==================== design 1
### Wires at chosen ports, followed through buffers, design 1

Scale: 2 px per µm.
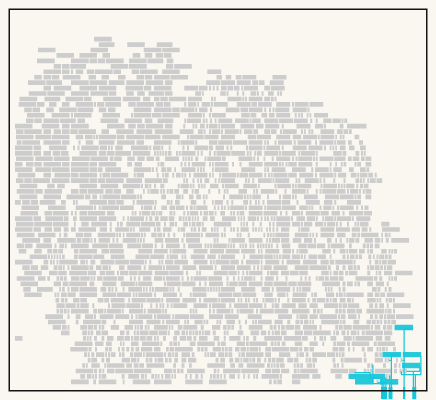

[src/rtl/ifft8_serial.sv]
// ifft8_serial: streaming 8-point inverse DFT, one complex MAC per cycle.
// Latency: first sample 9 cycles after the 8th input beat, each later sample 9 cycles after the previous output handshake.
// Backpressure: in_ready only while loading (no frame overlap); outputs held stable while out_valid && !out_ready.
//
// Ports:
//   clk, rst              clock, asynchronous active-high reset
//   in_valid/in_ready     bin handshake; in_re/in_im carry X[k], k = 0..7 in order
//   out_valid/out_ready   sample handshake; out_re/out_im carry x[n], out_last marks n = 7
//
// Build option: define IFFT8_ROUND_EN for round-half-up on the final scaling
// (default build truncates toward minus infinity). Timing is identical either way.
module ifft8_serial #(
    parameter int DW    = 8,
    parameter int ACC_W = 20
) (
    input  logic          clk,
    input  logic          rst,
    input  logic          in_valid,
    output logic          in_ready,
    input  logic [DW-1:0] in_re,
    input  logic [DW-1:0] in_im,
    output logic          out_valid,
    input  logic          out_ready,
    output logic [DW-1:0] out_re,
    output logic [DW-1:0] out_im,
    output logic          out_last
);

    // Twiddles are Q1.6 (64 == 1.0) and need 8 signed bits to hold +/-64.
    localparam int TW = 8;
    localparam int PW = DW + TW;
    // 1/8 normalisation (3 bits) plus removal of the Q1.6 twiddle scale (6 bits).
    localparam int SHIFT = 9;

    localparam logic signed [ACC_W-1:0] SAT_MAX = ACC_W'((1 <<< (DW - 1)) - 1);
    localparam logic signed [ACC_W-1:0] SAT_MIN = ACC_W'(-(1 <<< (DW - 1)));

`ifdef IFFT8_ROUND_EN
    // Half an output LSB, added before the shift for round-half-up.
    localparam logic signed [ACC_W-1:0] RND = ACC_W'(1 <<< (SHIFT - 1));
`else
    localparam logic signed [ACC_W-1:0] RND = '0;
`endif

    typedef enum logic [1:0] {
        S_LOAD,
        S_MAC,
        S_EMIT
    } state_t;

    // cos(2*pi*m/8) in Q1.6.
    function automatic logic signed [TW-1:0] tw_cos(input logic [2:0] m);
        case (m)
            3'd0:    tw_cos = 8'sd64;
            3'd1:    tw_cos = 8'sd45;
            3'd2:    tw_cos = 8'sd0;
            3'd3:    tw_cos = -8'sd45;
            3'd4:    tw_cos = -8'sd64;
            3'd5:    tw_cos = -8'sd45;
            3'd6:    tw_cos = 8'sd0;
            default: tw_cos = 8'sd45;
        endcase
    endfunction

    // Clamp a shifted accumulator into the signed DW-bit output range.
    function automatic logic [DW-1:0] sat(input logic signed [ACC_W-1:0] v);
        if (v > SAT_MAX) begin
            sat = SAT_MAX[DW-1:0];
        end else if (v < SAT_MIN) begin
            sat = SAT_MIN[DW-1:0];
        end else begin
            sat = v[DW-1:0];
        end
    endfunction

    state_t                  state_q;
    logic [2:0]              k_q;
    logic [2:0]              n_q;
    logic signed [ACC_W-1:0] acc_re_q;
    logic signed [ACC_W-1:0] acc_im_q;
    logic                    out_valid_q;
    logic [DW-1:0]           out_re_q;
    logic [DW-1:0]           out_im_q;
    logic                    out_last_q;

    logic [DW-1:0]           buf_re_q [8];
    logic [DW-1:0]           buf_im_q [8];

    // MAC datapath
    logic [2:0]              m;
    logic signed [DW-1:0]    xr;
    logic signed [DW-1:0]    xi;
    logic signed [TW-1:0]    c;
    logic signed [TW-1:0]    s;
    logic signed [PW-1:0]    p_rc;
    logic signed [PW-1:0]    p_is;
    logic signed [PW-1:0]    p_rs;
    logic signed [PW-1:0]    p_ic;
    logic signed [ACC_W-1:0] term_re;
    logic signed [ACC_W-1:0] term_im;
    logic signed [ACC_W-1:0] acc_re_d;
    logic signed [ACC_W-1:0] acc_im_d;

    // Output scaling
    logic signed [ACC_W-1:0] rnd_re;
    logic signed [ACC_W-1:0] rnd_im;
    logic signed [ACC_W-1:0] sh_re;
    logic signed [ACC_W-1:0] sh_im;
    logic [DW-1:0]           out_re_d;
    logic [DW-1:0]           out_im_d;

    assign in_ready = (state_q == S_LOAD);

    always_comb begin
        // Only the low 3 bits of n*k matter: the twiddle index is taken mod 8.
        m  = n_q * k_q;
        xr = $signed(buf_re_q[k_q]);
        xi = $signed(buf_im_q[k_q]);
        c  = tw_cos(m);
        // sin(2*pi*m/8) is the cosine table rotated by a quarter turn.
        s  = tw_cos(m - 3'd2);

        p_rc = PW'(xr) * PW'(c);
        p_is = PW'(xi) * PW'(s);
        p_rs = PW'(xr) * PW'(s);
        p_ic = PW'(xi) * PW'(c);

        term_re = ACC_W'(p_rc) - ACC_W'(p_is);
        term_im = ACC_W'(p_rs) + ACC_W'(p_ic);

        // k == 0 starts a new sample, so the previous sum is dropped.
        if (k_q == 3'd0) begin
            acc_re_d = term_re;
            acc_im_d = term_im;
        end else begin
            acc_re_d = acc_re_q + term_re;
            acc_im_d = acc_im_q + term_im;
        end
    end

    always_comb begin
        rnd_re   = acc_re_q + RND;
        rnd_im   = acc_im_q + RND;
        sh_re    = rnd_re >>> SHIFT;
        sh_im    = rnd_im >>> SHIFT;
        out_re_d = sat(sh_re);
        out_im_d = sat(sh_im);
    end

    // Bin buffer, written only on an accepted input beat.
    always_ff @(posedge clk or posedge rst) begin
        if (rst) begin
            for (int i = 0; i < 8; i++) begin
                buf_re_q[i] <= '0;
                buf_im_q[i] <= '0;
            end
        end else if (in_valid && in_ready) begin
            buf_re_q[k_q] <= in_re;
            buf_im_q[k_q] <= in_im;
        end
    end

    always_ff @(posedge clk or posedge rst) begin
        if (rst) begin
            state_q     <= S_LOAD;
            k_q         <= '0;
            n_q         <= '0;
            acc_re_q    <= '0;
            acc_im_q    <= '0;
            out_valid_q <= 1'b0;
            out_re_q    <= '0;
            out_im_q    <= '0;
            out_last_q  <= 1'b0;
        end else begin
            case (state_q)
                S_LOAD: begin
                    if (in_valid) begin
                        k_q <= k_q + 3'd1;
                        if (k_q == 3'd7) begin
                            k_q     <= '0;
                            n_q     <= '0;
                            state_q <= S_MAC;
                        end
                    end
                end

                S_MAC: begin
                    acc_re_q <= acc_re_d;
                    acc_im_q <= acc_im_d;
                    // k wraps back to 0 after the 8th term, ready for the next sample.
                    k_q      <= k_q + 3'd1;
                    if (k_q == 3'd7) begin
                        state_q <= S_EMIT;
                    end
                end

                S_EMIT: begin
                    // The first EMIT cycle registers the finished sums; afterwards
                    // the sample is held until downstream takes it.
                    if (!out_valid_q) begin
                        out_re_q    <= out_re_d;
                        out_im_q    <= out_im_d;
                        out_last_q  <= (n_q == 3'd7);
                        out_valid_q <= 1'b1;
                    end else if (out_ready) begin
                        out_valid_q <= 1'b0;
                        out_last_q  <= 1'b0;
                        k_q         <= '0;
                        if (n_q == 3'd7) begin
                            n_q     <= '0;
                            state_q <= S_LOAD;
                        end else begin
                            n_q     <= n_q + 3'd1;
                            state_q <= S_MAC;
                        end
                    end
                end

                default: begin
                    state_q <= S_LOAD;
                end
            endcase
        end
    end

    assign out_valid = out_valid_q;
    assign out_re    = out_re_q;
    assign out_im    = out_im_q;
    assign out_last  = out_last_q;

endmodule

[config.mk]
export PLATFORM = sky130hd
export DESIGN_NAME = ifft8_serial
export DESIGN_NICKNAME = d
export VERILOG_FILES = /design/src/rtl/ifft8_serial.sv
export SDC_FILE = /design/constraint.sdc
export NUM_CORES = 1
export LEC_CHECK = 0
export CAP_MARGIN = 10
export CORE_AREA = 2 2 206 188
export CTS_CLUSTER_SIZE = 12
export DETAILED_ROUTE_END_ITERATION = 6
export DIE_AREA = 0 0 208 190
export DONT_BUFFER_PORTS = 1
export PLACE_DENSITY = 0.78
export SLEW_MARGIN = 10
export SYNTH_ARGS = -nofsm -noshare
export SYNTH_HDL_FRONTEND = slang
export SYNTH_SLANG_ARGS = --single-unit
[constraint.sdc]
create_clock -name clk -period 9.5 [get_ports clk]
set_clock_uncertainty 0.05 [all_clocks]
set_input_delay 1.9 -clock clk [delete_from_list [all_inputs] [get_ports clk]]
set_output_delay 1.9 -clock clk [all_outputs]
set_load 0.01 [all_outputs]
==================== design 2
[src/rtl/apb_req_bridge.sv]
`default_nettype none
// ======================================================================
// apb_req_bridge: single-outstanding APB4 master fed by a valid/ready
// request channel, with optional access-phase timeout. Revision: 1.0
// ======================================================================
module apb_req_bridge #(
    parameter int AddrWidth     = 32,
    parameter int DataWidth     = 32,
    parameter int TimeoutCycles = 0,
    parameter int StrbWidth     = (DataWidth + 7) / 8
) (
    input  logic                 clk_i,
    input  logic                 rst_ni,

    input  logic                 req_valid_i,
    output logic                 req_ready_o,
    input  logic [AddrWidth-1:0] req_addr_i,
    input  logic                 req_write_i,
    input  logic [DataWidth-1:0] req_wdata_i,
    input  logic [StrbWidth-1:0] req_strb_i,
    input  logic [2:0]           req_prot_i,

    output logic                 rsp_valid_o,
    input  logic                 rsp_ready_i,
    output logic [DataWidth-1:0] rsp_rdata_o,
    output logic                 rsp_err_o,
    output logic                 rsp_timeout_o,

    output logic [AddrWidth-1:0] paddr_o,
    output logic [2:0]           pprot_o,
    output logic                 psel_o,
    output logic                 penable_o,
    output logic                 pwrite_o,
    output logic [DataWidth-1:0] pwdata_o,
    output logic [StrbWidth-1:0] pstrb_o,
    input  logic                 pready_i,
    input  logic [DataWidth-1:0] prdata_i,
    input  logic                 pslverr_i
);

    localparam logic [1:0] IDLE   = 2'd0;
    localparam logic [1:0] SETUP  = 2'd1;
    localparam logic [1:0] ACCESS = 2'd2;
    localparam logic [1:0] RESP   = 2'd3;

    localparam bit TO_EN    = (TimeoutCycles > 0);
    localparam int CNT_W    = TO_EN ? $clog2(TimeoutCycles + 1) : 1;
    localparam int TO_LAST  = TO_EN ? TimeoutCycles - 1 : 0;
    localparam logic [CNT_W-1:0] CNT_LAST = CNT_W'(TO_LAST);

    logic [1:0]           state_q,  state_d;
    logic [CNT_W-1:0]     cnt_q,    cnt_d;
    logic [AddrWidth-1:0] paddr_q,  paddr_d;
    logic [2:0]           pprot_q,  pprot_d;
    logic                 pwrite_q, pwrite_d;
    logic [DataWidth-1:0] pwdata_q, pwdata_d;
    logic [StrbWidth-1:0] pstrb_q,  pstrb_d;
    logic [DataWidth-1:0] rdata_q,  rdata_d;
    logic                 err_q,    err_d;
    logic                 tout_q,   tout_d;

    always_comb begin
        state_d  = state_q;
        cnt_d    = cnt_q;
        paddr_d  = paddr_q;
        pprot_d  = pprot_q;
        pwrite_d = pwrite_q;
        pwdata_d = pwdata_q;
        pstrb_d  = pstrb_q;
        rdata_d  = rdata_q;
        err_d    = err_q;
        tout_d   = tout_q;
        case (state_q)
            IDLE: begin
                if (req_valid_i) begin
                    paddr_d  = req_addr_i;
                    pprot_d  = req_prot_i;
                    pwrite_d = req_write_i;
                    pwdata_d = req_wdata_i;
                    pstrb_d  = req_strb_i;
                    state_d  = SETUP;
                end
            end
            SETUP: begin
                cnt_d   = '0;
                state_d = ACCESS;
            end
            ACCESS: begin
                // pready is tested first so a completing slave beats the timeout
                if (pready_i) begin
                    rdata_d = pwrite_q ? '0 : prdata_i;
                    err_d   = pslverr_i;
                    tout_d  = 1'b0;
                    state_d = RESP;
                end else if (TO_EN && (cnt_q == CNT_LAST)) begin
                    rdata_d = '0;
                    err_d   = 1'b1;
                    tout_d  = 1'b1;
                    state_d = RESP;
                end else begin
                    cnt_d = cnt_q + CNT_W'(1);
                end
            end
            RESP: begin
                if (rsp_ready_i) begin
                    state_d = IDLE;
                end
            end
            default: state_d = IDLE;
        endcase
    end

    always_ff @(posedge clk_i) begin
        if (!rst_ni) begin
            state_q  <= IDLE;
            cnt_q    <= '0;
            paddr_q  <= '0;
            pprot_q  <= '0;
            pwrite_q <= 1'b0;
            pwdata_q <= '0;
            pstrb_q  <= '0;
            rdata_q  <= '0;
            err_q    <= 1'b0;
            tout_q   <= 1'b0;
        end else begin
            state_q  <= state_d;
            cnt_q    <= cnt_d;
            paddr_q  <= paddr_d;
            pprot_q  <= pprot_d;
            pwrite_q <= pwrite_d;
            pwdata_q <= pwdata_d;
            pstrb_q  <= pstrb_d;
            rdata_q  <= rdata_d;
            err_q    <= err_d;
            tout_q   <= tout_d;
        end
    end

    assign req_ready_o   = (state_q == IDLE);
    assign psel_o        = (state_q == SETUP) || (state_q == ACCESS);
    assign penable_o     = (state_q == ACCESS);
    assign rsp_valid_o   = (state_q == RESP);
    assign rsp_rdata_o   = rdata_q;
    assign rsp_err_o     = err_q;
    assign rsp_timeout_o = tout_q;
    assign paddr_o       = paddr_q;
    assign pprot_o       = pprot_q;
    assign pwrite_o      = pwrite_q;
    assign pwdata_o      = pwdata_q;
    assign pstrb_o       = pstrb_q;

endmodule
`default_nettype wire

[config.mk]
export PLATFORM = sky130hd
export DESIGN_NAME = apb_req_bridge
export DESIGN_NICKNAME = d
export VERILOG_FILES = /design/src/rtl/apb_req_bridge.sv
export SDC_FILE = /design/constraint.sdc
export NUM_CORES = 1
export LEC_CHECK = 0
export ABC_AREA = 0
export CAP_MARGIN = 15
export CORE_MARGIN = 2
export CORE_UTILIZATION = 42
export DETAILED_ROUTE_END_ITERATION = 12
export PLACE_DENSITY = 0.85
export SETUP_SLACK_MARGIN = 0.15
export SYNTH_ARGS = -nofsm -noshare
export SYNTH_HDL_FRONTEND = slang
export SYNTH_SLANG_ARGS = --single-unit
[constraint.sdc]
create_clock -name clk_i -period 4.4 [get_ports clk_i]
set_clock_uncertainty 0.05 [all_clocks]
set_input_delay 0.88 -clock clk_i [delete_from_list [all_inputs] [get_ports clk_i]]
set_output_delay 0.88 -clock clk_i [all_outputs]
set_load 0.01 [all_outputs]
==================== design 3
<file path="src/rtl/snoop_responder.sv">
// snoop_responder
//   Per-processor snoop responder. Holds a direct-mapped MSI state/tag/data
//   table for the owning processor and answers snoops from the other
//   processors. On a hit it can supply the line on bus_word for HOLD cycles,
//   then downgrades (read miss) or invalidates (write miss / invalidate) it.
//
// Ports
//   clk, reset                : clock (rising edge), async active-high reset
//   snoop_valid/ready         : snoop request handshake (ready only in IDLE)
//   snoop_src/op/addr         : requesting processor, opcode, line address
//   fill_valid/ready          : local install/update of a line (ready in IDLE)
//   fill_addr/state/data      : line address, MSI state (11 -> I), line data
//   bus_word                  : {0, supply, state-before-snoop, data}, zero
//                               except while driving
//   snoop_done                : one-cycle pulse when a snoop completes
module snoop_responder #(
  parameter logic [1:0] PROC_ID = 2'd0,
  parameter int         LINES   = 4,
  parameter int         HOLD    = 2
) (
  input  logic        clk,
  input  logic        reset,
  input  logic        snoop_valid,
  output logic        snoop_ready,
  input  logic [1:0]  snoop_src,
  input  logic [1:0]  snoop_op,
  input  logic [7:0]  snoop_addr,
  input  logic        fill_valid,
  output logic        fill_ready,
  input  logic [7:0]  fill_addr,
  input  logic [1:0]  fill_state,
  input  logic [7:0]  fill_data,
  output logic [11:0] bus_word,
  output logic        snoop_done
);

  localparam int IDX_W = $clog2(LINES);
  localparam int TAG_W = 8 - IDX_W;
  localparam int CNT_W = $clog2(HOLD + 1);

  localparam logic [1:0] ST_I  = 2'b00;
  localparam logic [1:0] ST_S  = 2'b01;
  localparam logic [1:0] ST_M  = 2'b10;
  localparam logic [1:0] OP_RD = 2'b01;
  localparam logic [1:0] OP_WR = 2'b10;

  typedef enum logic [1:0] {IDLE, LOOKUP, DRIVE, UPDATE} fsm_t;

  fsm_t state_q, state_d;

  logic [1:0]       tbl_state [LINES];
  logic [TAG_W-1:0] tbl_tag   [LINES];
  logic [7:0]       tbl_data  [LINES];

  logic [7:0]       addr_p1;
  logic [1:0]       op_p1;
  logic [CNT_W-1:0] cnt_p1;

  logic             accept;
  logic             hit;
  logic [IDX_W-1:0] idx;
  logic [TAG_W-1:0] tag;
  logic [1:0]       ent_state;
  logic [IDX_W-1:0] fill_idx;

  // Encoding 11 is not a legal MSI state; install it as invalid.
  function automatic logic [1:0] fill_norm(input logic [1:0] s);
    return (s == 2'b11) ? ST_I : s;
  endfunction

  // State left behind by a hitting snoop: a hit is always S or M, so a read
  // miss always ends in S and everything else invalidates.
  function automatic logic [1:0] snoop_next(input logic [1:0] op);
    return (op == OP_RD) ? ST_S : ST_I;
  endfunction

  // Uses state_q directly so accept does not loop through the output logic.
  assign accept = snoop_valid && (state_q == IDLE) &&
                  (snoop_op != 2'b00) && (snoop_src != PROC_ID);

  assign idx       = addr_p1[IDX_W-1:0];
  assign tag       = addr_p1[7:IDX_W];
  assign ent_state = tbl_state[idx];
  assign hit       = ((ent_state == ST_S) || (ent_state == ST_M)) &&
                     (tbl_tag[idx] == tag);
  assign fill_idx  = fill_addr[IDX_W-1:0];

  // Capture stage: request registers, hold counter and the line table.
  // Fills and snoop updates never collide: fills only land in IDLE.
  always_ff @(posedge clk or posedge reset) begin
    if (reset) begin
      state_q <= IDLE;
      addr_p1 <= '0;
      op_p1   <= '0;
      cnt_p1  <= '0;
      for (int i = 0; i < LINES; i++) begin
        tbl_state[i] <= ST_I;
        tbl_tag[i]   <= '0;
        tbl_data[i]  <= '0;
      end
    end else begin
      state_q <= state_d;
      if (accept) begin
        addr_p1 <= snoop_addr;
        op_p1   <= snoop_op;
      end
      if (state_q == LOOKUP) begin
        cnt_p1 <= CNT_W'(HOLD);
      end else if (state_q == DRIVE) begin
        cnt_p1 <= cnt_p1 - CNT_W'(1);
      end
      if ((state_q == IDLE) && fill_valid) begin
        tbl_state[fill_idx] <= fill_norm(fill_state);
        tbl_tag[fill_idx]   <= fill_addr[7:IDX_W];
        tbl_data[fill_idx]  <= fill_data;
      end
      if (state_q == UPDATE) begin
        tbl_state[idx] <= snoop_next(op_p1);
      end
    end
  end

  // Output stage: outputs depend only on registered state, so an async
  // reset clears bus_word immediately.
  always_comb begin
    state_d     = state_q;
    snoop_ready = 1'b0;
    fill_ready  = 1'b0;
    bus_word    = '0;
    snoop_done  = 1'b0;
    case (state_q)
      IDLE: begin
        snoop_ready = 1'b1;
        fill_ready  = 1'b1;
        if (accept) state_d = LOOKUP;
      end
      LOOKUP: begin
        if (hit) begin
          if ((op_p1 == OP_RD) || ((op_p1 == OP_WR) && (ent_state == ST_M)))
            state_d = DRIVE;
          else
            state_d = UPDATE;
        end else begin
          snoop_done = 1'b1;
          state_d    = IDLE;
        end
      end
      DRIVE: begin
        bus_word = {2'b01, ent_state, tbl_data[idx]};
        if (cnt_p1 == CNT_W'(1)) state_d = UPDATE;
      end
      UPDATE: begin
        snoop_done = 1'b1;
        state_d    = IDLE;
      end
      default: state_d = IDLE;
    endcase
  end

endmodule
</file>
<file path="config.mk">
export PLATFORM = sky130hd
export DESIGN_NAME = snoop_responder
export DESIGN_NICKNAME = d
export VERILOG_FILES = /design/src/rtl/snoop_responder.sv
export SDC_FILE = /design/constraint.sdc
export NUM_CORES = 1
export LEC_CHECK = 0
export CORE_UTILIZATION = 50
export DETAILED_ROUTE_END_ITERATION = 10
export PLACE_DENSITY_LB_ADDON = 0.3
export REMOVE_ABC_BUFFERS = 1
export SYNTH_ARGS = -nofsm -noshare
export SYNTH_HDL_FRONTEND = slang
export SYNTH_SLANG_ARGS = --single-unit
</file>
<file path="constraint.sdc">
create_clock -name clk -period 2.6 [get_ports clk]
set_input_delay 0.52 -clock clk [delete_from_list [all_inputs] [get_ports clk]]
set_output_delay 0.52 -clock clk [all_outputs]
set_load 0.01 [all_outputs]
</file>

==> layout pictures side by side <==
Clock nets.
image #1
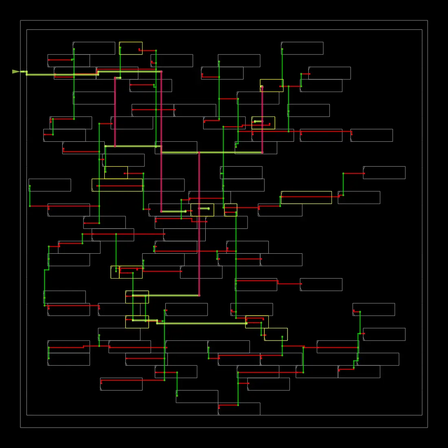
image #2
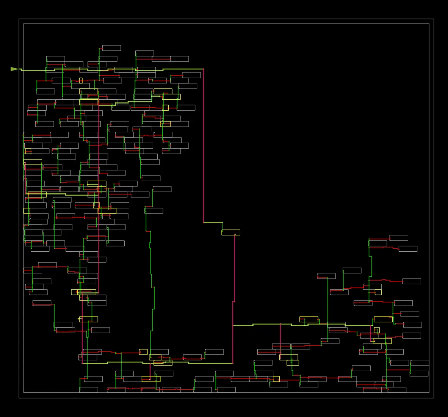
image #3
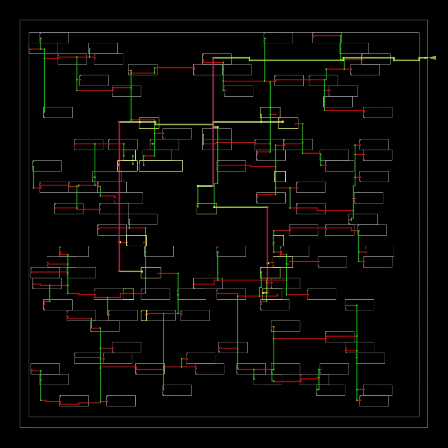
image #3 -> design 2
image #2 -> design 1
image #1 -> design 3
Of these, fewest sequential cells: image #1
Of these, most clock buffers: image #2

### Logic cells by family, design 1

Scale: 2 px per µm.
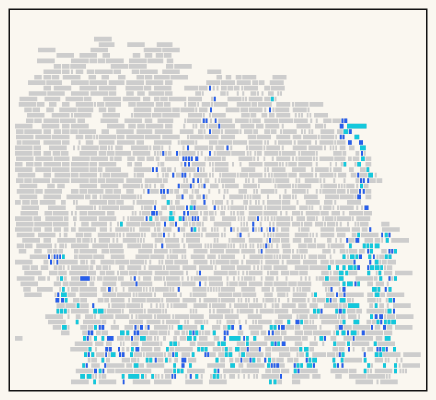
NOR gates -> blue  # cells 209
inverting AOI/OAI gates -> cyan  # cells 197
leading cell type in the layout, fill and taps excluded: inv_1
combinational fraction of the cell area: 0.6348
number of standard cells in the final layout excluding fillers: 2554

About 'Wires at chosen ports, followed through buffers' of design 1:
out_im -> cyan  # bits 8, direction output, end cells 8, buffers 0, wire 166 µm
# IOs: 39
count of buffers from port buffering: 0

==> run notes, design 1 <==
Results of the full flow below.

Run status:
- The run finished with clean final reports.

Finish:
- The run gives the area occupied by multi-input gates as 0.01384 mm².
- After routing the design area is 0.02179 mm².
- The run puts the multi-input combinational cell count at 1387.
- Ranking logic cells in the layout by count gives the top entries 391 x inv_1, 256 x fa_1, 199 x nand2_1.
- In the final design database the tool counted 2498 nets.
- Among all cell classes, the greatest summed area belongs to logic gates.

Synth:
- The run puts the area fraction in compound gates after synthesis at 0.06978.
- Sorting the synthesized cells by how often they occur yields 393 x inv_1, 256 x fa_1, 199 x nand2_1.
- The run gives the cell count after synthesis as 2028.
- The most frequently used library cell after synthesis is inv_1.
- Of the synthesized area, sequential elements account for 0.2392.
- The run gives the number of warnings reported in the yosys synthesis log as 0.
- The run gives the async set-reset flop share out of synthesis as 1.000.
- The run gives the net count entering floorplan as 2475.

Detailed routing:
- The run gives the top layer used by detailed routing as met4.
- The run puts the final antenna-violating net count at 0.
- The routed wirelength on the met1 layer is recorded as 19670 µm.

Timing:
- The run puts the highest achievable clock rate at 108.8 MHz.

Placement:
- Per the detailed placement report, the placed cell area equals 0.02114 mm².

CTS:
- The clock passes through at most 2 buffers.
- The run gives the insertion delay of the later-clocked pin in the worst-skew pair as 0.47 ns.

Global route:
- The run gives the met2 track demand over resource as 0.4086.
- The run puts the via count of the first global-routing pass at 15242.

Critical path:
- The run gives the critical path arrival as 9.48 ns.

Floorplanning:
- At the floorplan stage, the core utilization is reported as 0.5397.
design 1: final timing paths:
check	slack, ns	depth (start not counted)	to	start
max	0.31	38	acc_im_q[19]	k_q[0]
min	0.45	1	buf_re_q[6]	buf_re_q[6]
max reg2reg	0.31	38	acc_im_q[19]	k_q[0]
min reg2reg	0.45	1	buf_re_q[6]	buf_re_q[6]
max in group asynchronous	6.61	2	acc_im_q[2]	rst
min in group asynchronous	1.40	1	buf_re_q[30]	rst
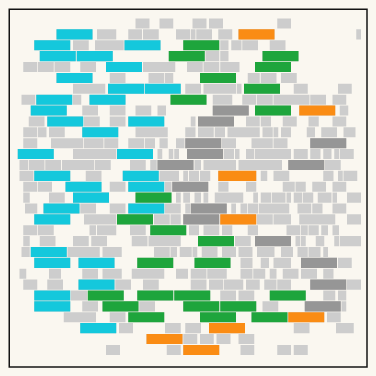
*Sequential cells grouped by signal name, design 3*
Scale: 4 px per µm. Other sequential cells in the stronger grey, the rest of the logic in the fainter grey.
tbl_tag -> green  # sequential cells 24
tbl_data -> cyan  # sequential cells 32
addr_p1 -> orange  # sequential cells 8
area occupied by registers: 0.001953 mm²
Seq/total area: 0.4108
share of the core filled with cells: 0.6520

### Wires at chosen ports, followed through buffers, design 3

Scale: 4 px per µm.
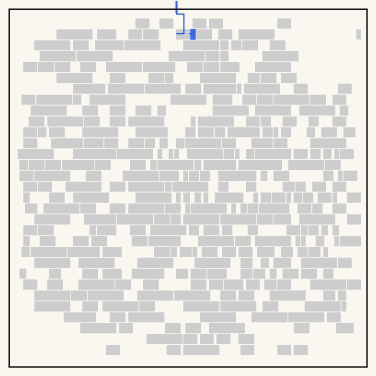
reset -> blue  # bits 1, direction input, end cells 1, buffers 1, wire 9.80 µm

==> run notes, design 3 <==
Results of the full flow below.

Run status:
- The run finished, with violations left.
- The checks that failed: setup timing.

Critical path:
- STA classifies the critical path startpoint as a flip-flop.
- In this run the critical path is formed by mux4_2 -> inv_2 -> ha_4 -> buf_6 -> nor4bb_4 -> o31ai_4 -> a211oi_2 -> o21bai_1 -> buf_2.

CTS:
- The run gives the number of buffers added by the clock tree synthesis step as 9.

Synth:
- Dividing the synthesized area by the synthesized cell count gives 13.83 µm².
- The run puts the summed instance area of the synthesized netlist at 0.003790 mm².
- The main area contributors are dfrtp_1 52%, mux2_2 20%, mux4_2 7.7%, mux2i_1 2.9%, ha_1 2.0%.
- After technology mapping, the gate count stands at 274.
- The run gives the xor/xnor cell area share of the yosys netlist as 0.01618.
- The run gives the largest area contributor in the netlist as dfrtp_1.
- The run gives the multiplexer share of the synthesized area as 0.3084.
- The run gives the area share of and/or/nand/nor cells after synthesis as 0.06702.
- The run gives the count of distinct cell types in the synthesized netlist as 41.

Timing:
- Setup violations remaining at the end of the flow were counted as 6.
- The run gives the total negative slack as -0.8182 ns.
- The pin closest to its max-slew limit shows a slew of 0.5087 ns.
- The run gives the post-layout worst setup margin as -0.5486 ns.

Worst hold path:
- STA shows the worst min-delay path finishing at cnt_p1[0].

Floorplanning:
- The run puts the site row count at 31.

Global route:
- Entering global routing, the biggest net connects 32 pins.

Placement:
- The run gives the total cell area at the placement stage as 0.004429 mm².
design 3: cell type report:
type / instances / share of cell area
Tap cell: 99 / 0.02605
Inverter: 8 / 0.006316
Timing Repair Buffer: 69 / 0.1361
Multi-Input combinational cell: 173 / 0.3766
Clock inverter: 4 / 0.01526
Sequential cell: 78 / 0.4108
Clock buffer: 10 / 0.02895
### Logic cells by family, design 2

Scale: 4 px per µm.
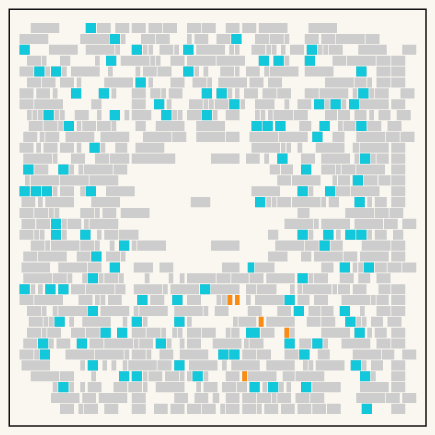
inverting AOI/OAI gates -> cyan  # cells 107, where widely spread
inverters -> orange  # cells 5, where bottom centre
combinational fraction of the cell area: 0.2788
leading cell type in the layout, fill and taps excluded: clkdlybuf4s50_1

==> run notes, design 2 <==
Results of the full flow below.

Floorplanning:
- The run puts the site row count at 36.
- The initial utilization of the core area, before any placement, comes to 0.4299.

Global route:
- The run gives the via count of the first global-routing pass as 4025.

Critical path:
- The worst setup path is of the reg -> out kind.

Run status:
- The run finished with clean final reports.

Timing:
- The run puts the total negative slack at 0 ns.

Synth:
- The run gives the synthesized-area fraction occupied by adder cells as 0.008974.
- The run puts the summed instance area of the synthesized netlist at 0.004183 mm².
- The run puts the xor/xnor cell area share of the yosys netlist at 0.

Detailed routing:
- The run gives the average detailed-routed wire length per instance as 15.12 µm.

CTS:
- The run gives the total number of H-tree levels as 3.

Finish:
- The run puts the multi-input combinational cell count at 329.
- The run gives the count of plain and timing-repair buffers in the layout as 226.
-- design 2: flip-flops by register name (all words and copies together) (netlist names) --
name	count
rsp_rdata_o	32
state_q	2
pwdata_o	32
pwrite_o	1
paddr_o	32
rsp_err_o	1
pprot_o	3
pstrb_o	4
-- design 2: worst max-delay path, stage by stage (launching register included) --
cell and delay [ns]:
dfxtp_1 0.39, inv_1 0.06, ha_1 0.29, clkdlybuf4s50_1 0.55


==> layout pictures side by side <==
Local utilization.
shot_01.png
Scale: 3 px per µm. The die is cut into 9 by 9 equal tiles; dark purple is low, yellow is high, 0 to 100% covered.
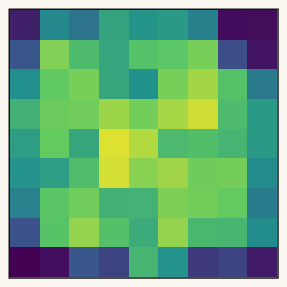
shot_02.png
Scale: 3 px per µm. The die is cut into 10 by 10 equal tiles; dark purple is low, yellow is high, 0 to 100% covered.
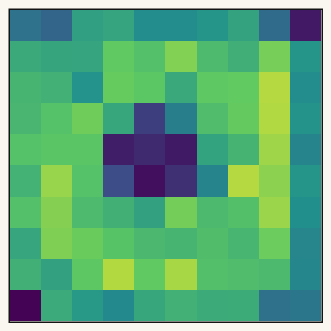
shot_03.png
Scale: 1.5 px per µm. The die is cut into 21 by 19 equal tiles; dark purple is low, yellow is high, 0 to 100% covered.
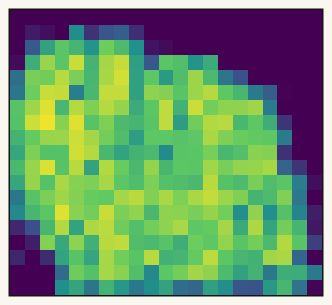
shot_03.png: design 1
shot_02.png: design 2
shot_01.png: design 3
The one with the largest die is shot_03.png.
The one with the smallest die is shot_01.png.

Key to shot_03.png:
mean over tiles = 54%
nearly empty tiles = 21%
fullest tile = 98%

